=== disp_src_sel_flat ===
[src/rtl/disp_src_sel_pkg.sv]
`default_nettype none
// +----------------------------------------------------------------------+
// | disp_sel_pkg : shared types, width helper and constants              |
// | Rev 1.0                                                              |
// +----------------------------------------------------------------------+
package disp_sel_pkg;

  typedef enum logic [1:0] {
    NONE   = 2'd0,
    LOCKED = 2'd1,
    SETTLE = 2'd2
  } sel_state_t;

  // Never returns zero so that single-value counters still get a real bit.
  function automatic int clog2w(input int n);
    return (n <= 2) ? 1 : $clog2(n);
  endfunction

  localparam logic [63:0] c_data_zero = '0;

endpackage
`default_nettype wire

[src/rtl/disp_src_sel_if.sv]
`default_nettype none
// +----------------------------------------------------------------------+
// | disp_src_sel_if : select/data/result bundle; scan_en with AUTO_SCAN_EN |
// | Rev 1.0                                                              |
// +----------------------------------------------------------------------+
interface disp_src_sel_if
  import disp_sel_pkg::*;
#(
  parameter int NCH = 3,
  parameter int W   = 4
);
  localparam int CW = clog2w(NCH);

  logic [NCH-1:0]   sel;
  logic [NCH*W-1:0] data;
  logic [W-1:0]     out;
  logic             ch_valid;
  logic [CW-1:0]    ch_idx;
  logic             changed;

`ifdef AUTO_SCAN_EN
  logic             scan_en;

  modport master (output sel, data, scan_en, input out, ch_valid, ch_idx, changed);
  modport slave  (input sel, data, scan_en, output out, ch_valid, ch_idx, changed);
`else
  modport master (output sel, data, input out, ch_valid, ch_idx, changed);
  modport slave  (input sel, data, output out, ch_valid, ch_idx, changed);
`endif

endinterface
`default_nettype wire

[src/rtl/disp_src_sel_sync.sv]
`default_nettype none
// +----------------------------------------------------------------------+
// | sel_sync : parametrised-width two-flop synchroniser, async reset     |
// | Rev 1.0                                                              |
// +----------------------------------------------------------------------+
module sel_sync #(
  parameter int WIDTH = 1
) (
  input  wire logic             clk,
  input  wire logic             rst_n,
  input  wire logic [WIDTH-1:0] i_d,
  output logic      [WIDTH-1:0] o_q
);

  logic [WIDTH-1:0] r_meta;
  logic [WIDTH-1:0] r_sync;

  always_ff @(posedge clk or negedge rst_n) begin
    if (!rst_n) begin
      r_meta <= '0;
      r_sync <= '0;
    end else begin
      r_meta <= i_d;
      r_sync <= r_meta;
    end
  end

  assign o_q = r_sync;

endmodule
`default_nettype wire

[src/rtl/disp_src_sel.sv]
`default_nettype none
// +----------------------------------------------------------------------+
// | disp_src_sel : debounced priority selector of display sources.       |
// | Optional AUTO_SCAN_EN adds scan_en round-robin cycling. Rev 1.0      |
// +----------------------------------------------------------------------+
module disp_src_sel
  import disp_sel_pkg::*;
#(
  parameter int NCH  = 3,
  parameter int W    = 4,
  parameter int HOLD = 4
`ifdef AUTO_SCAN_EN
  ,
  parameter int SCAN_DIV = 50000000
`endif
) (
  input wire logic        clk,
  input wire logic        rst_n,
  disp_src_sel_if.slave   bus
);

  localparam int CW   = clog2w(NCH);
  localparam int CNTW = clog2w(HOLD + 1);
  localparam logic [CNTW-1:0] c_cnt_last = CNTW'(HOLD - 1);

  sel_state_t    r_state, w_nxt_state;
  logic [CW:0]   r_pend,  w_nxt_pend;      // {valid, idx}
  logic [CW:0]   r_com,   w_nxt_com;
  logic [CNTW-1:0] r_cnt, w_nxt_cnt;
  logic          r_changed, w_nxt_changed;
  logic [W-1:0]  r_out, w_out_nxt;
  logic [NCH-1:0] w_sel_s;
  logic [CW:0]   w_cand;

  sel_sync #(.WIDTH(NCH)) u_sel_sync (
    .clk   (clk),
    .rst_n (rst_n),
    .i_d   (bus.sel),
    .o_q   (w_sel_s)
  );

`ifdef AUTO_SCAN_EN
  localparam int DIVW = clog2w(SCAN_DIV);
  localparam logic [DIVW-1:0] c_div_last = DIVW'(SCAN_DIV - 1);

  logic            w_scan_s;
  logic            r_scan_act;
  logic [DIVW-1:0] r_div;
  logic [CW-1:0]   w_scan_idx;

  sel_sync #(.WIDTH(1)) u_scan_sync (
    .clk   (clk),
    .rst_n (rst_n),
    .i_d   (bus.scan_en),
    .o_q   (w_scan_s)
  );

  // The first synced-high cycle only restarts the divider, giving a full period on idx 0.
  always_ff @(posedge clk or negedge rst_n) begin
    if (!rst_n) begin
      r_scan_act <= 1'b0;
      r_div      <= '0;
    end else begin
      r_scan_act <= w_scan_s;
      if (!w_scan_s || !r_scan_act || r_div == c_div_last)
        r_div <= '0;
      else
        r_div <= r_div + DIVW'(1);
    end
  end
`endif

  // Highest asserted bit wins; loop order makes later indices override.
  always_comb begin
    w_cand = '0;
    for (int i = 0; i < NCH; i++) begin
      if (w_sel_s[i])
        w_cand = {1'b1, CW'(i)};
    end
  end

  always_ff @(posedge clk or negedge rst_n) begin
    if (!rst_n) begin
      r_state   <= NONE;
      r_pend    <= '0;
      r_com     <= '0;
      r_cnt     <= '0;
      r_changed <= 1'b0;
    end else begin
      r_state   <= w_nxt_state;
      r_pend    <= w_nxt_pend;
      r_com     <= w_nxt_com;
      r_cnt     <= w_nxt_cnt;
      r_changed <= w_nxt_changed;
    end
  end

  always_comb begin
    w_nxt_state   = r_state;
    w_nxt_pend    = r_pend;
    w_nxt_com     = r_com;
    w_nxt_cnt     = r_cnt;
    w_nxt_changed = 1'b0;
    case (r_state)
      NONE, LOCKED: begin
        if (w_cand != r_com) begin
          w_nxt_pend  = w_cand;
          w_nxt_cnt   = '0;
          w_nxt_state = SETTLE;
        end
      end
      SETTLE: begin
        if (w_cand != r_pend) begin
          w_nxt_pend = w_cand;
          w_nxt_cnt  = '0;
          if (w_cand == r_com)
            w_nxt_state = r_com[CW] ? LOCKED : NONE;
        end else if (r_cnt == c_cnt_last) begin
          w_nxt_com     = r_pend;
          w_nxt_changed = 1'b1;
          w_nxt_state   = r_pend[CW] ? LOCKED : NONE;
        end else begin
          w_nxt_cnt = r_cnt + CNTW'(1);
        end
      end
      default: begin
        w_nxt_state = NONE;
      end
    endcase
`ifdef AUTO_SCAN_EN
    w_scan_idx = (r_com[CW-1:0] == CW'(NCH - 1)) ? '0 : r_com[CW-1:0] + CW'(1);
    // Scan overrides the switches; on exit the LOCKED rule re-evaluates cand.
    if (w_scan_s) begin
      if (!r_scan_act)
        w_nxt_com = {1'b1, CW'(0)};
      else if (r_div == c_div_last)
        w_nxt_com = {1'b1, w_scan_idx};
      else
        w_nxt_com = r_com;
      w_nxt_pend    = w_nxt_com;
      w_nxt_cnt     = '0;
      w_nxt_state   = LOCKED;
      w_nxt_changed = (w_nxt_com != r_com);
    end
`endif
  end

  always_comb begin
    w_out_nxt    = r_com[CW] ? bus.data[r_com[CW-1:0]*W +: W] : c_data_zero[W-1:0];
    bus.out      = r_out;
    bus.ch_valid = r_com[CW];
    bus.ch_idx   = r_com[CW-1:0];
    bus.changed  = r_changed;
  end

  always_ff @(posedge clk or negedge rst_n) begin
    if (!rst_n)
      r_out <= c_data_zero[W-1:0];
    else
      r_out <= w_out_nxt;
  end

endmodule
`default_nettype wire

[src/flat_wrapper.sv]
// flat-port wrapper written by rule: the top's interface ports become plain ports
module disp_src_sel_flat import disp_sel_pkg::*;
#(
  parameter int NCH  = 3,
  parameter int W    = 4,
  parameter int HOLD = 4

)
  (clk, rst_n, bus_sel, bus_data, bus_out, bus_ch_valid, bus_ch_idx, bus_changed);
  disp_src_sel_if #(.NCH(NCH), .W(W)) bus_i ();
  input wire logic clk;
  input wire logic rst_n;
  input wire logic [$bits(bus_i.sel)-1:0] bus_sel;
  input wire logic [$bits(bus_i.data)-1:0] bus_data;
  output wire logic [$bits(bus_i.out)-1:0] bus_out;
  output wire logic [$bits(bus_i.ch_valid)-1:0] bus_ch_valid;
  output wire logic [$bits(bus_i.ch_idx)-1:0] bus_ch_idx;
  output wire logic [$bits(bus_i.changed)-1:0] bus_changed;
  assign bus_i.sel = bus_sel;
  assign bus_i.data = bus_data;
  assign bus_out = bus_i.out;
  assign bus_ch_valid = bus_i.ch_valid;
  assign bus_ch_idx = bus_i.ch_idx;
  assign bus_changed = bus_i.changed;
  disp_src_sel #(.NCH(NCH), .W(W), .HOLD(HOLD)) u_core (.clk(clk), .rst_n(rst_n), .bus(bus_i));
endmodule
[config.mk]
export PLATFORM = sky130hd
export DESIGN_NAME = disp_src_sel_flat
export DESIGN_NICKNAME = d
export VERILOG_FILES = /design/src/rtl/disp_src_sel_pkg.sv /design/src/rtl/disp_src_sel_if.sv /design/src/rtl/disp_src_sel_sync.sv /design/src/rtl/disp_src_sel.sv /design/src/flat_wrapper.sv
export SDC_FILE = /design/constraint.sdc
export NUM_CORES = 1
export LEC_CHECK = 0
export CORE_ASPECT_RATIO = 0.5
export CORE_MARGIN = 5
export CORE_UTILIZATION = 32
export DETAILED_ROUTE_END_ITERATION = 10
export PLACE_DENSITY_LB_ADDON = 0.05
export SETUP_SLACK_MARGIN = 0.1
export SKIP_CTS_REPAIR_TIMING = 1
export SYNTH_ARGS = -nofsm -noshare
export SYNTH_HDL_FRONTEND = slang
export SYNTH_SLANG_ARGS = --single-unit
[constraint.sdc]
create_clock -name clk -period 2.2 [get_ports clk]
set_input_delay 0.44 -clock clk [delete_from_list [all_inputs] [get_ports clk]]
set_output_delay 0.44 -clock clk [all_outputs]
set_load 0.01 [all_outputs]
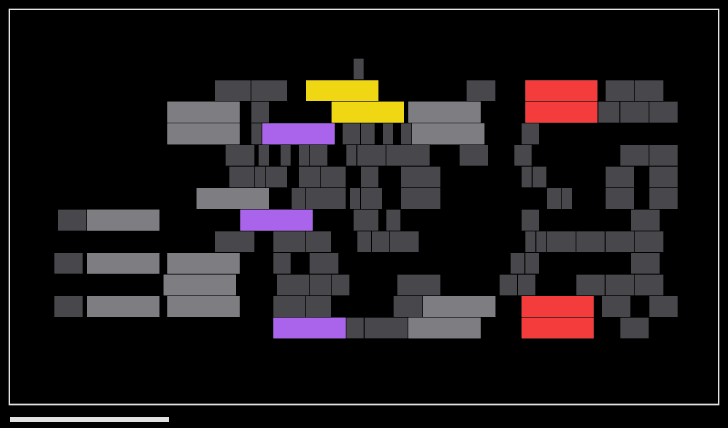
disp_src_sel_flat: where the registers sit
Scale bar: 20 um. Other sequential cells in the stronger grey, the rest of the logic in the fainter grey.
colour	signal	placed flops
yellow	u_core.r_state	2
red	u_core.bus.out	4
purple	u_core.r_pend	3
not coloured	13
flop share of the area: 41.2%
total sequential power: 598 uW
Layout Utilization: 44.3%
Register Area: 551 sq um

==> impl_metrics.yaml <==
# yosys + openroad results
run_status:
  status: "finished, final reports clean"
route:
  drtIter0Drc: 19
  vias: 713
  ant_nets: 0
  firstDrtPassIters: 4
  met2_length_um: 856
place:
  dpl.hpwl_um: 1600
  port_buffers: 24
setup_path:
  crit_chain: "clkdlybuf4s50_1"
  crit_end: "bus_ch_idx[1]"
  cp_slowest_cell: "clkdlybuf4s50_1"
  timing.critical_path.buf_inv: 1
  startpoint: "u_core.r_com[1]$_DFFE_PN0P_"
  path_max_fanout: 9
  cp-start-kind: "flip-flop"
  r2r_start: "u_core.u_sel_sync.o_q[2]$_DFF_PN0_"
  worstSetupPathType: "flip-flop to output port"
  r2r_slack_ps: 390
  slowest_delay_ps: 610
  crit_required_ps: 1760
logic_synthesis:
  top_cell_area_share_pct: 54.9
  most_common_cell: "dfrtp_1"
  synth_area_per_cell_sq_um: 11.8
  edf_count: 0
  yosysChipArea_sq_um: 1000
  ys_seq_share_pct: 54.9
  muxShareOfSynthArea_pct: 11.8
  synthAoiAreaFrac_pct: 10.1
  yosys-top-cells-area: "dfrtp_1 (55%), mux2_4 (4.5%), mux2i_1 (4.0%)"
layout:
  area_growth_syn_to_layout_pct: 33.0
  mostFrequentLayoutCell: "clkdlybuf4s50_1"
  stdcell_count: 151
timing:
  hold_violations: 0
  setup_tns_ps: 0
  clock_skew_ps: 1.74
  maxSlewViolCount: 0
  setup_violations: 0
min_path:
  whs_endpoint: "u_core.u_sel_sync.o_q[1]$_DFF_PN0_"
power:
  pg_clk_uw: 278
die:
  rows: 14
  io_pins: 25
clock_tree:
  root_buffer: "clkbuf_8"
grt:
  antenna_found_initial: 0
  busiest_layer: "met2"
==> logic make-up after synthesis <==
family	count (synthesis)
muxes	10
DFF	22
and+or+nand+nor	29
adders and majority gates	2
AOI/OAI and AO/OA	15
xor gates and xnor gates	2
buffers and inverters	5
==> area by class of cell <==
cell class | instances | area (sq um)
fillers | 274 | 1680
well taps | 40 | 50.0
repair buffers | 25 | 248
inverters | 2 | 7.51
clock buffers | 4 | 55.1
flip-flops and latches | 22 | 551
multi-input cells | 58 | 424

=== ex_muldiv ===
ex_muldiv, cells coloured by class:
Fill, decap, tap and diode cells in grey.
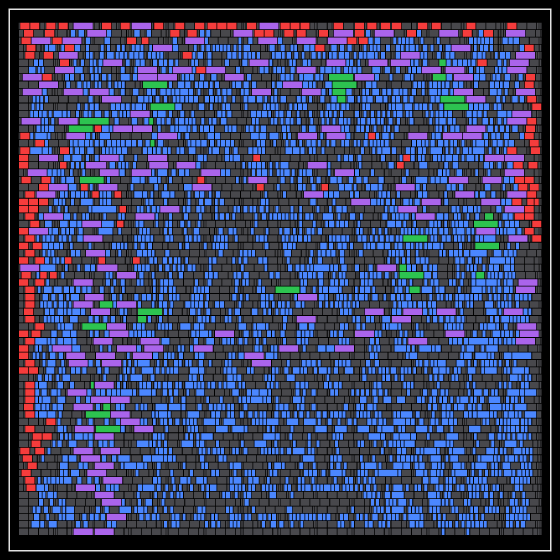
ex_muldiv, clock wires, drivers and flops:
Scale bar: 50 um.
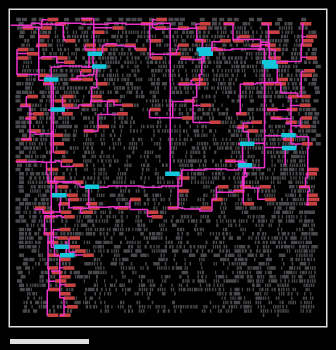
ex_muldiv, met1 routing:
Scale bar: 50 um.
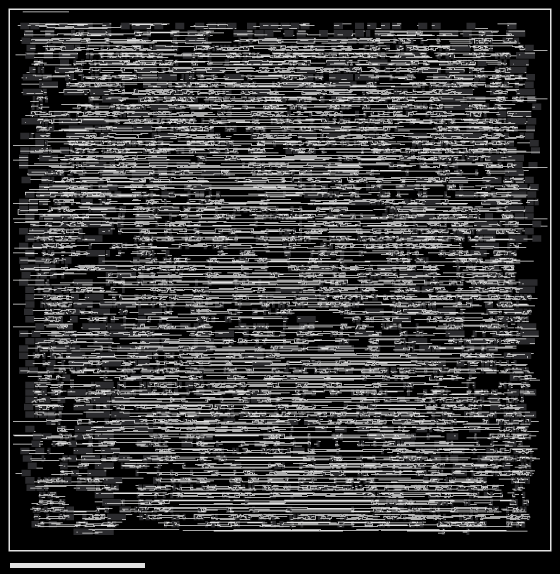
$ cat src/rtl/ex_muldiv.sv
// rtl/ex_muldiv.sv - iterative HI/LO multiply/divide unit (radix-2 shift-add and restoring divide)
module ex_muldiv #(
    parameter int WIDTH = 32,
    parameter int CNT_W = $clog2(WIDTH) + 1
) (
    input  logic             clk,
    input  logic             rst,
    input  logic             start_i,
    input  logic [2:0]       op_i,
    input  logic [WIDTH-1:0] a_i,
    input  logic [WIDTH-1:0] b_i,
    input  logic             flush_i,
    output logic             stallreq_o,
    output logic             done_o,
    output logic             dz_o,
    output logic [WIDTH-1:0] hi_o,
    output logic [WIDTH-1:0] lo_o
);

    typedef enum logic [1:0] {IDLE, MUL, DIV, DONE} state_t;

    state_t           state_q, state_d;
    logic [WIDTH-1:0] hi_q, hi_d;
    logic [WIDTH-1:0] lo_q, lo_d;
    logic [WIDTH-1:0] opb_q, opb_d;
    logic [WIDTH-1:0] low_q, low_d;
    logic [WIDTH:0]   acc_q, acc_d;
    logic [CNT_W-1:0] cnt_q, cnt_d;
    logic             neg_q, neg_d;
    logic             rneg_q, rneg_d;
    logic             done_q, done_d;
    logic             dz_q, dz_d;

    logic             is_mul, is_div, is_signed, a_neg, b_neg, last;
    logic [WIDTH-1:0] a_abs, b_abs;

    assign is_mul    = (op_i[2:1] == 2'b00);
    assign is_div    = (op_i[2:1] == 2'b01);
    assign is_signed = ~op_i[0];
    assign a_neg     = is_signed & a_i[WIDTH-1];
    assign b_neg     = is_signed & b_i[WIDTH-1];
    assign a_abs     = a_neg ? -a_i : a_i;
    assign b_abs     = b_neg ? -b_i : b_i;
    assign last      = (cnt_q == CNT_W'(1));

    // Multiply step: acc holds the running upper half, low_q shifts the multiplier out.
    logic [WIDTH:0]     mul_sum;
    logic [2*WIDTH-1:0] mul_prod, mul_fix;

    assign mul_sum  = {1'b0, acc_q[WIDTH-1:0]} + (low_q[0] ? {1'b0, opb_q} : '0);
    assign mul_prod = {mul_sum, low_q[WIDTH-1:1]};
    assign mul_fix  = neg_q ? -mul_prod : mul_prod;

    // Restoring divide step: partial remainder in acc, dividend shifts out of low_q as quotient shifts in.
    logic [WIDTH:0]   div_shift, div_diff, div_rem;
    logic             div_ok;
    logic [WIDTH-1:0] div_quo, quo_fix, rem_fix;

    assign div_shift = {acc_q[WIDTH-1:0], low_q[WIDTH-1]};
    assign div_diff  = div_shift - {1'b0, opb_q};
    assign div_ok    = ~div_diff[WIDTH];
    assign div_rem   = div_ok ? div_diff : div_shift;
    assign div_quo   = {low_q[WIDTH-2:0], div_ok};
    assign quo_fix   = neg_q ? -div_quo : div_quo;
    assign rem_fix   = rneg_q ? -div_rem[WIDTH-1:0] : div_rem[WIDTH-1:0];

    always_comb begin
        state_d = state_q;
        hi_d    = hi_q;
        lo_d    = lo_q;
        opb_d   = opb_q;
        low_d   = low_q;
        acc_d   = acc_q;
        cnt_d   = cnt_q;
        neg_d   = neg_q;
        rneg_d  = rneg_q;
        done_d  = 1'b0;
        dz_d    = 1'b0;
        if (flush_i) begin
            state_d = IDLE;
        end else begin
            case (state_q)
                IDLE: begin
                    if (start_i) begin
                        if (is_mul) begin
                            low_d   = a_abs;
                            opb_d   = b_abs;
                            acc_d   = '0;
                            neg_d   = a_neg ^ b_neg;
                            cnt_d   = CNT_W'(WIDTH);
                            state_d = MUL;
                        end else if (is_div) begin
                            if (b_i == '0) begin
                                done_d  = 1'b1;
                                dz_d    = 1'b1;
                                state_d = DONE;
                            end else begin
                                low_d   = a_abs;
                                opb_d   = b_abs;
                                acc_d   = '0;
                                neg_d   = a_neg ^ b_neg;
                                rneg_d  = a_neg;
                                cnt_d   = CNT_W'(WIDTH);
                                state_d = DIV;
                            end
                        end else if (op_i == 3'b100) begin
                            hi_d = a_i;
                        end else if (op_i == 3'b101) begin
                            lo_d = a_i;
                        end
                    end
                end
                MUL: begin
                    acc_d = {1'b0, mul_sum[WIDTH:1]};
                    low_d = {mul_sum[0], low_q[WIDTH-1:1]};
                    cnt_d = cnt_q - CNT_W'(1);
                    if (last) begin
                        hi_d    = mul_fix[2*WIDTH-1:WIDTH];
                        lo_d    = mul_fix[WIDTH-1:0];
                        done_d  = 1'b1;
                        state_d = DONE;
                    end
                end
                DIV: begin
                    acc_d = div_rem;
                    low_d = div_quo;
                    cnt_d = cnt_q - CNT_W'(1);
                    if (last) begin
                        hi_d    = rem_fix;
                        lo_d    = quo_fix;
                        done_d  = 1'b1;
                        state_d = DONE;
                    end
                end
                default: state_d = IDLE;
            endcase
        end
    end

    always_ff @(posedge clk) begin
        if (rst) begin
            state_q <= IDLE;
            hi_q    <= '0;
            lo_q    <= '0;
            opb_q   <= '0;
            low_q   <= '0;
            acc_q   <= '0;
            cnt_q   <= '0;
            neg_q   <= 1'b0;
            rneg_q  <= 1'b0;
            done_q  <= 1'b0;
            dz_q    <= 1'b0;
        end else begin
            state_q <= state_d;
            hi_q    <= hi_d;
            lo_q    <= lo_d;
            opb_q   <= opb_d;
            low_q   <= low_d;
            acc_q   <= acc_d;
            cnt_q   <= cnt_d;
            neg_q   <= neg_d;
            rneg_q  <= rneg_d;
            done_q  <= done_d;
            dz_q    <= dz_d;
        end
    end

    assign stallreq_o = (state_q == MUL) || (state_q == DIV) ||
                        ((state_q == IDLE) && start_i && (is_mul || is_div));
    assign done_o = done_q;
    assign dz_o   = dz_q;
    assign hi_o   = hi_q;
    assign lo_o   = lo_q;

endmodule

$ cat config.mk
export PLATFORM = sky130hd
export DESIGN_NAME = ex_muldiv
export DESIGN_NICKNAME = d
export VERILOG_FILES = /design/src/rtl/ex_muldiv.sv
export SDC_FILE = /design/constraint.sdc
export NUM_CORES = 1
export LEC_CHECK = 0
export ABC_AREA = 1
export CAP_MARGIN = 5
export CORE_MARGIN = 3
export CORE_UTILIZATION = 48
export CTS_CLUSTER_SIZE = 30
export DETAILED_ROUTE_END_ITERATION = 10
export GPL_ROUTABILITY_DRIVEN = 1
export PLACE_DENSITY_LB_ADDON = 0.1
export SLEW_MARGIN = 20
export SYNTH_ARGS = -nofsm -noshare
export SYNTH_HDL_FRONTEND = slang
export SYNTH_SLANG_ARGS = --single-unit
$ cat constraint.sdc
create_clock -name clk -period 6.9 [get_ports clk]
set_input_delay 1.035 -clock clk [delete_from_list [all_inputs] [get_ports clk]]
set_output_delay 1.035 -clock clk [all_outputs]
set_load 0.01 [all_outputs]
==> impl_metrics.yaml <==
# yosys + openroad results
logic_synthesis:
  ys_sh_xor_pct: 3.38
  yosysTopAreaCell: "dfxtp_1"
  most_common_cell: "nand2_1"
  synth_area_per_cell_sq_um: 5.62
  yosysWarnings: 0
  synthAoiAreaFrac_pct: 23.5
  top_cell_area_share_pct: 19.0
route:
  vias_per_cell: 5.90
  routedWlPerCell_um: 19.8
  ant_nets: 0
  drtIter0Drc: 2905
setup_path:
  cp-start-kind: "flip-flop"
  crit_required_ps: 7280
  end_kind: "flip-flop"
  r2r_cells: 11
  r2r_slack_ps: 2060
clock_tree:
  path_clk_slew_ps: 70
  cts_tree: "done"
  clock_latency_ps: 470
grt:
  grt_pass1_vias: 20200
  grt_max_degree: 85
layout:
  fin_util_pct: 55.0
  comb_cells: 2488
  nNetsFinal: 3419
timing:
  hold_violations: 0
  tightest_slew_ps: 1080
run_status:
  status: "finished, final reports clean"
place:
  port_buffers: 137
power:
  comb_power_share_pct: 35.2
die:
  die-area_sq_um: 40200
## Picture notes: 'cells coloured by class' of ex_muldiv
colour	class	cells
red	other buffers and delay cells	158
purple	flops	172
blue	combinational and other logic	2,922
green	clock drivers and dummy loads	32
core area: 37,000 sq um
Final Cell Area: 20,300 sq um
flop share of the area: 16.9%

## Picture notes: 'clock wires, drivers and flops' of ex_muldiv
[magenta] clock wires | length: 2,650 um
[cyan] clock drivers | count: 17
[red] flip-flops | count: 172
flops lie	all over the die
routed clock nets	18
Clock Skew: 15.2 ps
clock share of power: 30.7%
P_clk: 988 uW

## Picture notes: 'met1 routing' of ex_muldiv
wire length on this layer	33.8 mm
longest straight run	77.7 um

==> layer usage <==
metal  vias to the layer above  GRT usage, %  share of wire [%]  wire length [um]
met5                         -             0                  0                 0
met4                         0          10.9                3.1              2360
met3                       175          8.12                 11              8580
met2                      1330          53.0                 40             30400
met1                     10200          52.3                 45             33800
li1                      10700             -                  -                 -
==> per-stage QoR <==
step           total power, mW  setup WS [ps]
3_5_place_dp              2.20           2240
3_3_place_gp              2.19           2330
4_1_cts                   3.18           2210
6_report                  3.22           2060
2_1_floorplan             1.84           3420
5_1_grt                   3.37           1740

=== dmem_arbiter ===
### config.mk
export PLATFORM = sky130hd
export DESIGN_NAME = dmem_arbiter
export DESIGN_NICKNAME = d
export VERILOG_FILES = /design/src/rtl/dmem_arb_pkg.sv /design/src/rtl/dmem_arb_pick.sv /design/src/rtl/dmem_arbiter.sv
export SDC_FILE = /design/constraint.sdc
export NUM_CORES = 1
export LEC_CHECK = 0
export ABC_AREA = 1
export CAP_MARGIN = 40
export CELL_PAD_IN_SITES_DETAIL_PLACEMENT = 1
export CELL_PAD_IN_SITES_GLOBAL_PLACEMENT = 2
export CORE_MARGIN = 2
export CORE_UTILIZATION = 16
export DETAILED_ROUTE_END_ITERATION = 8
export GPL_TIMING_DRIVEN = 0
export HOLD_SLACK_MARGIN = 0.08
export PLACE_DENSITY = 0.85
export SLEW_MARGIN = 25
export SYNTH_ARGS = -nofsm -noshare
export SYNTH_HDL_FRONTEND = slang
export SYNTH_HIERARCHICAL = 1
export SYNTH_SLANG_ARGS = --single-unit
### constraint.sdc
create_clock -name clk -period 1.6 [get_ports clk]
set_input_delay 0.16 -clock clk [delete_from_list [all_inputs] [get_ports clk]]
set_output_delay 0.16 -clock clk [all_outputs]
set_load 0.005 [all_outputs]
### src/rtl/dmem_arb_pkg.sv
// Shared definitions for the data-memory arbiter.
// Optional build macro DMEM_ARB_RR_EN selects round-robin conflict resolution
// (default build: fixed CPU priority).
package dmem_arb_pkg;

  localparam int unsigned ADDR_W_DEF = 13;
  localparam int unsigned DATA_W_DEF = 16;

  // IDLE: no command held; ISSUE: command register drives the memory this cycle
  typedef enum logic {
    IDLE  = 1'b0,
    ISSUE = 1'b1
  } arb_state_e;

  typedef enum logic {
    OWN_CPU = 1'b0,
    OWN_DBG = 1'b1
  } owner_e;

endpackage

### src/rtl/dmem_arb_pick.sv
// Two-way winner selection for the data-memory arbiter.
// A port whose grant is high this cycle is not eligible, so a held request is
// never issued twice. DMEM_ARB_RR_EN: conflicts go to the port not granted last;
// otherwise the CPU always wins a conflict.
module dmem_arb_pick
  import dmem_arb_pkg::*;
(
  input  logic   cpu_req,
  input  logic   cpu_gnt,
  input  logic   dbg_req,
  input  logic   dbg_gnt,
`ifdef DMEM_ARB_RR_EN
  input  owner_e last_owner,
`endif
  output logic   win,
  output owner_e owner
);

  logic cpu_elig;
  logic dbg_elig;

  assign cpu_elig = cpu_req & ~cpu_gnt;
  assign dbg_elig = dbg_req & ~dbg_gnt;

  // Pick the winner among eligible requesters
  always_comb begin
    win   = cpu_elig | dbg_elig;
    owner = OWN_CPU;
    if (cpu_elig && dbg_elig) begin
`ifdef DMEM_ARB_RR_EN
      owner = (last_owner == OWN_CPU) ? OWN_DBG : OWN_CPU;
`else
      owner = OWN_CPU;
`endif
    end else if (dbg_elig) begin
      owner = OWN_DBG;
    end
  end

endmodule

### src/rtl/dmem_arbiter.sv
// Data-memory arbiter between the CPU and the debug/loader port.
// Arbitration in cycle N registers a command; cycle N+1 drives the memory and
// pulses the winner's grant; cycle N+2 returns read data with rvalid to the owner.
// Optional build macro DMEM_ARB_RR_EN enables round-robin on conflicts.
module dmem_arbiter
  import dmem_arb_pkg::*;
#(
  parameter int unsigned ADDR_W = ADDR_W_DEF,
  parameter int unsigned DATA_W = DATA_W_DEF
) (
  input  logic              clk,
  input  logic              rst,
  input  logic              cpu_req,
  input  logic              cpu_we,
  input  logic [ADDR_W-1:0] cpu_addr,
  input  logic [DATA_W-1:0] cpu_wdata,
  output logic              cpu_gnt,
  output logic              cpu_rvalid,
  output logic [DATA_W-1:0] cpu_rdata,
  input  logic              dbg_req,
  input  logic              dbg_we,
  input  logic [ADDR_W-1:0] dbg_addr,
  input  logic [DATA_W-1:0] dbg_wdata,
  output logic              dbg_gnt,
  output logic              dbg_rvalid,
  output logic [DATA_W-1:0] dbg_rdata,
  output logic              mem_en,
  output logic              mem_we,
  output logic [ADDR_W-1:0] mem_addr,
  output logic [DATA_W-1:0] mem_wdata,
  input  logic [DATA_W-1:0] mem_rdata
);

  arb_state_e        state_q, state_d;
  logic              cmd_we_q, cmd_we_d;
  logic [ADDR_W-1:0] cmd_addr_q, cmd_addr_d;
  logic [DATA_W-1:0] cmd_wdata_q, cmd_wdata_d;
  owner_e            cmd_owner_q, cmd_owner_d;
  logic              rd_pend_q, rd_pend_d;
  owner_e            rd_owner_q, rd_owner_d;

  logic   win;
  owner_e win_owner;

`ifdef DMEM_ARB_RR_EN
  owner_e last_q, last_d;
`endif

  dmem_arb_pick u_pick (
    .cpu_req    (cpu_req),
    .cpu_gnt    (cpu_gnt),
    .dbg_req    (dbg_req),
    .dbg_gnt    (dbg_gnt),
`ifdef DMEM_ARB_RR_EN
    .last_owner (last_q),
`endif
    .win        (win),
    .owner      (win_owner)
  );

  // Next command, read-tag and state; request fields are sampled only on a win
  always_comb begin
    state_d     = win ? ISSUE : IDLE;
    cmd_we_d    = cmd_we_q;
    cmd_addr_d  = cmd_addr_q;
    cmd_wdata_d = cmd_wdata_q;
    cmd_owner_d = cmd_owner_q;
    if (win) begin
      cmd_owner_d = win_owner;
      if (win_owner == OWN_DBG) begin
        cmd_we_d    = dbg_we;
        cmd_addr_d  = dbg_addr;
        cmd_wdata_d = dbg_wdata;
      end else begin
        cmd_we_d    = cpu_we;
        cmd_addr_d  = cpu_addr;
        cmd_wdata_d = cpu_wdata;
      end
    end
    rd_pend_d  = (state_q == ISSUE) & ~cmd_we_q;
    rd_owner_d = cmd_owner_q;
`ifdef DMEM_ARB_RR_EN
    last_d = win ? win_owner : last_q;
`endif
  end

  // State, command register and 1-deep read tag
  always_ff @(posedge clk or posedge rst) begin
    if (rst) begin
      state_q     <= IDLE;
      cmd_we_q    <= 1'b0;
      cmd_addr_q  <= '0;
      cmd_wdata_q <= '0;
      cmd_owner_q <= OWN_CPU;
      rd_pend_q   <= 1'b0;
      rd_owner_q  <= OWN_CPU;
    end else begin
      state_q     <= state_d;
      cmd_we_q    <= cmd_we_d;
      cmd_addr_q  <= cmd_addr_d;
      cmd_wdata_q <= cmd_wdata_d;
      cmd_owner_q <= cmd_owner_d;
      rd_pend_q   <= rd_pend_d;
      rd_owner_q  <= rd_owner_d;
    end
  end

`ifdef DMEM_ARB_RR_EN
  // Last winner; starts at debug so the CPU takes the first conflict
  always_ff @(posedge clk or posedge rst) begin
    if (rst) begin
      last_q <= OWN_DBG;
    end else begin
      last_q <= last_d;
    end
  end
`endif

  // Memory strobes, grants and read responses decoded from the registers
  always_comb begin
    mem_en     = (state_q == ISSUE);
    mem_we     = mem_en & cmd_we_q;
    mem_addr   = cmd_addr_q;
    mem_wdata  = cmd_wdata_q;
    cpu_gnt    = mem_en & (cmd_owner_q == OWN_CPU);
    dbg_gnt    = mem_en & (cmd_owner_q == OWN_DBG);
    cpu_rvalid = rd_pend_q & (rd_owner_q == OWN_CPU);
    dbg_rvalid = rd_pend_q & (rd_owner_q == OWN_DBG);
    cpu_rdata  = mem_rdata;
    dbg_rdata  = mem_rdata;
  end

endmodule

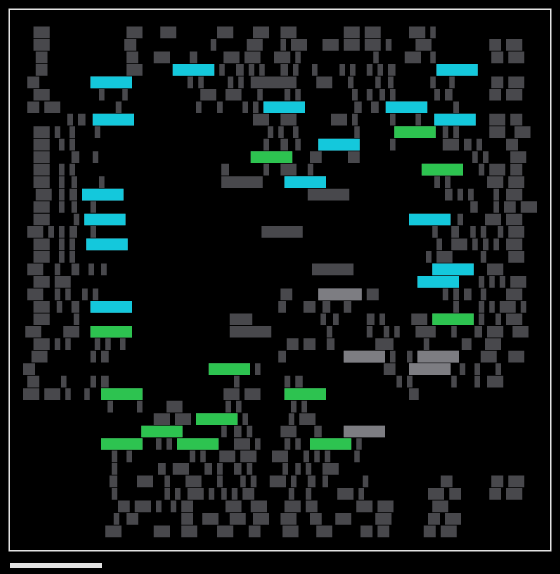
dmem_arbiter: where the registers sit
Scale bar: 20 um. Other sequential cells in the stronger grey, the rest of the logic in the fainter grey.
colour	signal	placed flops
green	mem_addr	13
cyan	mem_wdata	16
not coloured	5
Register Area: 852 sq um
flop share of the area: 22.4%
total sequential power: 1.46 mW

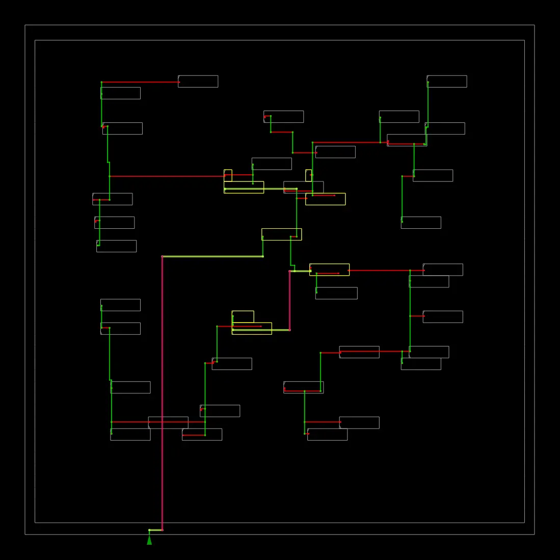
dmem_arbiter: clock nets
Clock Sink Count: 34
CTS buffer count: 5
clk ins delay skew pair: 270 ps

==> impl_metrics.yaml <==
# yosys + openroad results
place:
  place_inst: 615
  gp_congestion: 0.701
layout:
  final-comb-area_sq_um: 663
  area_growth_syn_to_layout_pct: 83.6
  comb-cell-share_pct: 17.4
  final-clk-cell-share_pct: 3.88
  final_cell_area_sq_um: 3800
  comb_cells: 163
  n_antenna_cell: 0
  inverters_excl_clock: 71
timing:
  setup_tns_ps: 0
  hold_violations: 0
  timing.final.ws_setup_ps: 99.6
  fmax_mhz: 667
  setup_violations: 0
clock_tree:
  postCtsHoldBufs: 0
  postCtsSetupBuffers: 1
  clockBufferDepth: 2
route:
  drtIter0Drc: 60
  vias: 2281
  vias_per_cell: 3.66
logic_synthesis:
  simple_gate_area_share_pct: 31.3
  synthAoiAreaFrac_pct: 0.242
  muxShareOfSynthArea_pct: 0
  yosysTopAreaCell: "dfrtp_1"
  yosys-top-cells-area: "dfrtp_1 (41%), nand2_1 (23%), inv_1 (12%)"
  synth_stat.cells: 312
power:
  max-vdd-ir-drop_mv: 0.302
grt:
  grt_pass1_wl_um: 12100
  grt_util_met2_pct: 20.7
setup_path:
  timing.critical_path.buf_inv: 3
  end_kind: "output port"
  r2r_cells: 9
  slowest_delay_ps: 490
run_status:
  status: "finished, final reports clean"
min_path:
  min_path_type: "input pin to asynchronous set/reset pin"
flow_run:
  warning_count: 26
die:
  die-area_sq_um: 13900
  initCoreUtil_pct: 16.4
  io_pins: 147
## layer usage
layer / vias up / share of wire, %
met1: 1066 / 42
met4: 0 / 1.0
li1: 1134 / -
met2: 77 / 52
met5: - / 0
met3: 4 / 4.8
## synthesized netlist by cell type
cell type,instances
inv_1,68
nand3_1,30
clkinv_1,1
nand2_2,1
o21ai_1,1
inv_2,2
buf_4,32
dfrtp_1,34
nor2_1,5
nand2_1,126
buf_2,12
## power breakdown
part           leakage (nW)  internal, mW  switching, mW
sequential            0.405          1.23          0.224
clock                0.0739         0.617          0.345
combinational          1.53          1.22          0.945
total                  2.01          3.07           1.51


==> screenshots <==
Routed metal, one colour a layer.
Plate I
Scale bar: 50 um. Two of the layers only.
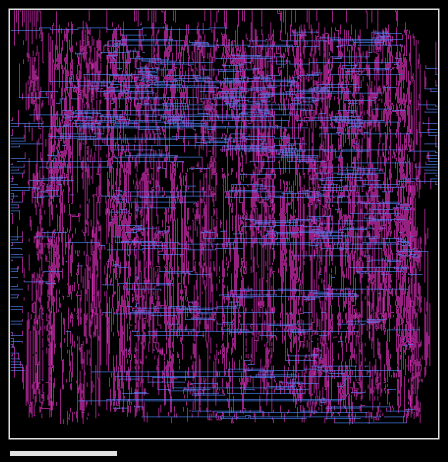
Plate II
Scale bar: 20 um. Two of the layers only.
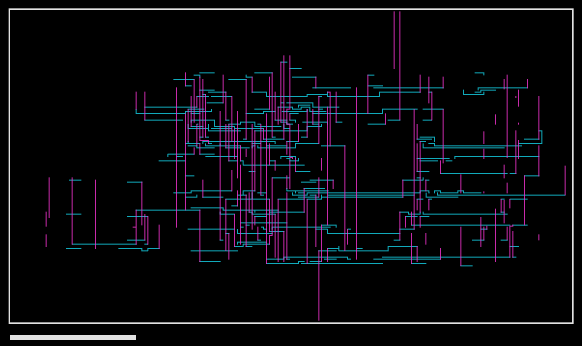
Plate III
Scale bar: 20 um. Two of the layers only.
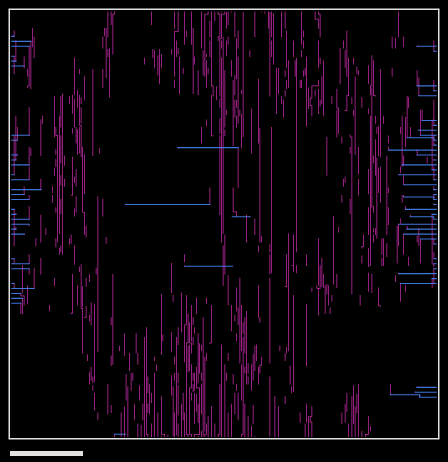
Plate III comes from dmem_arbiter.
Plate II comes from disp_src_sel_flat.
Plate I comes from ex_muldiv.

Key to Plate II:
colour	layer	wire length
cyan	metal 1	878 um
magenta	metal 2	856 um

Power and IR drop assume default switching activity.
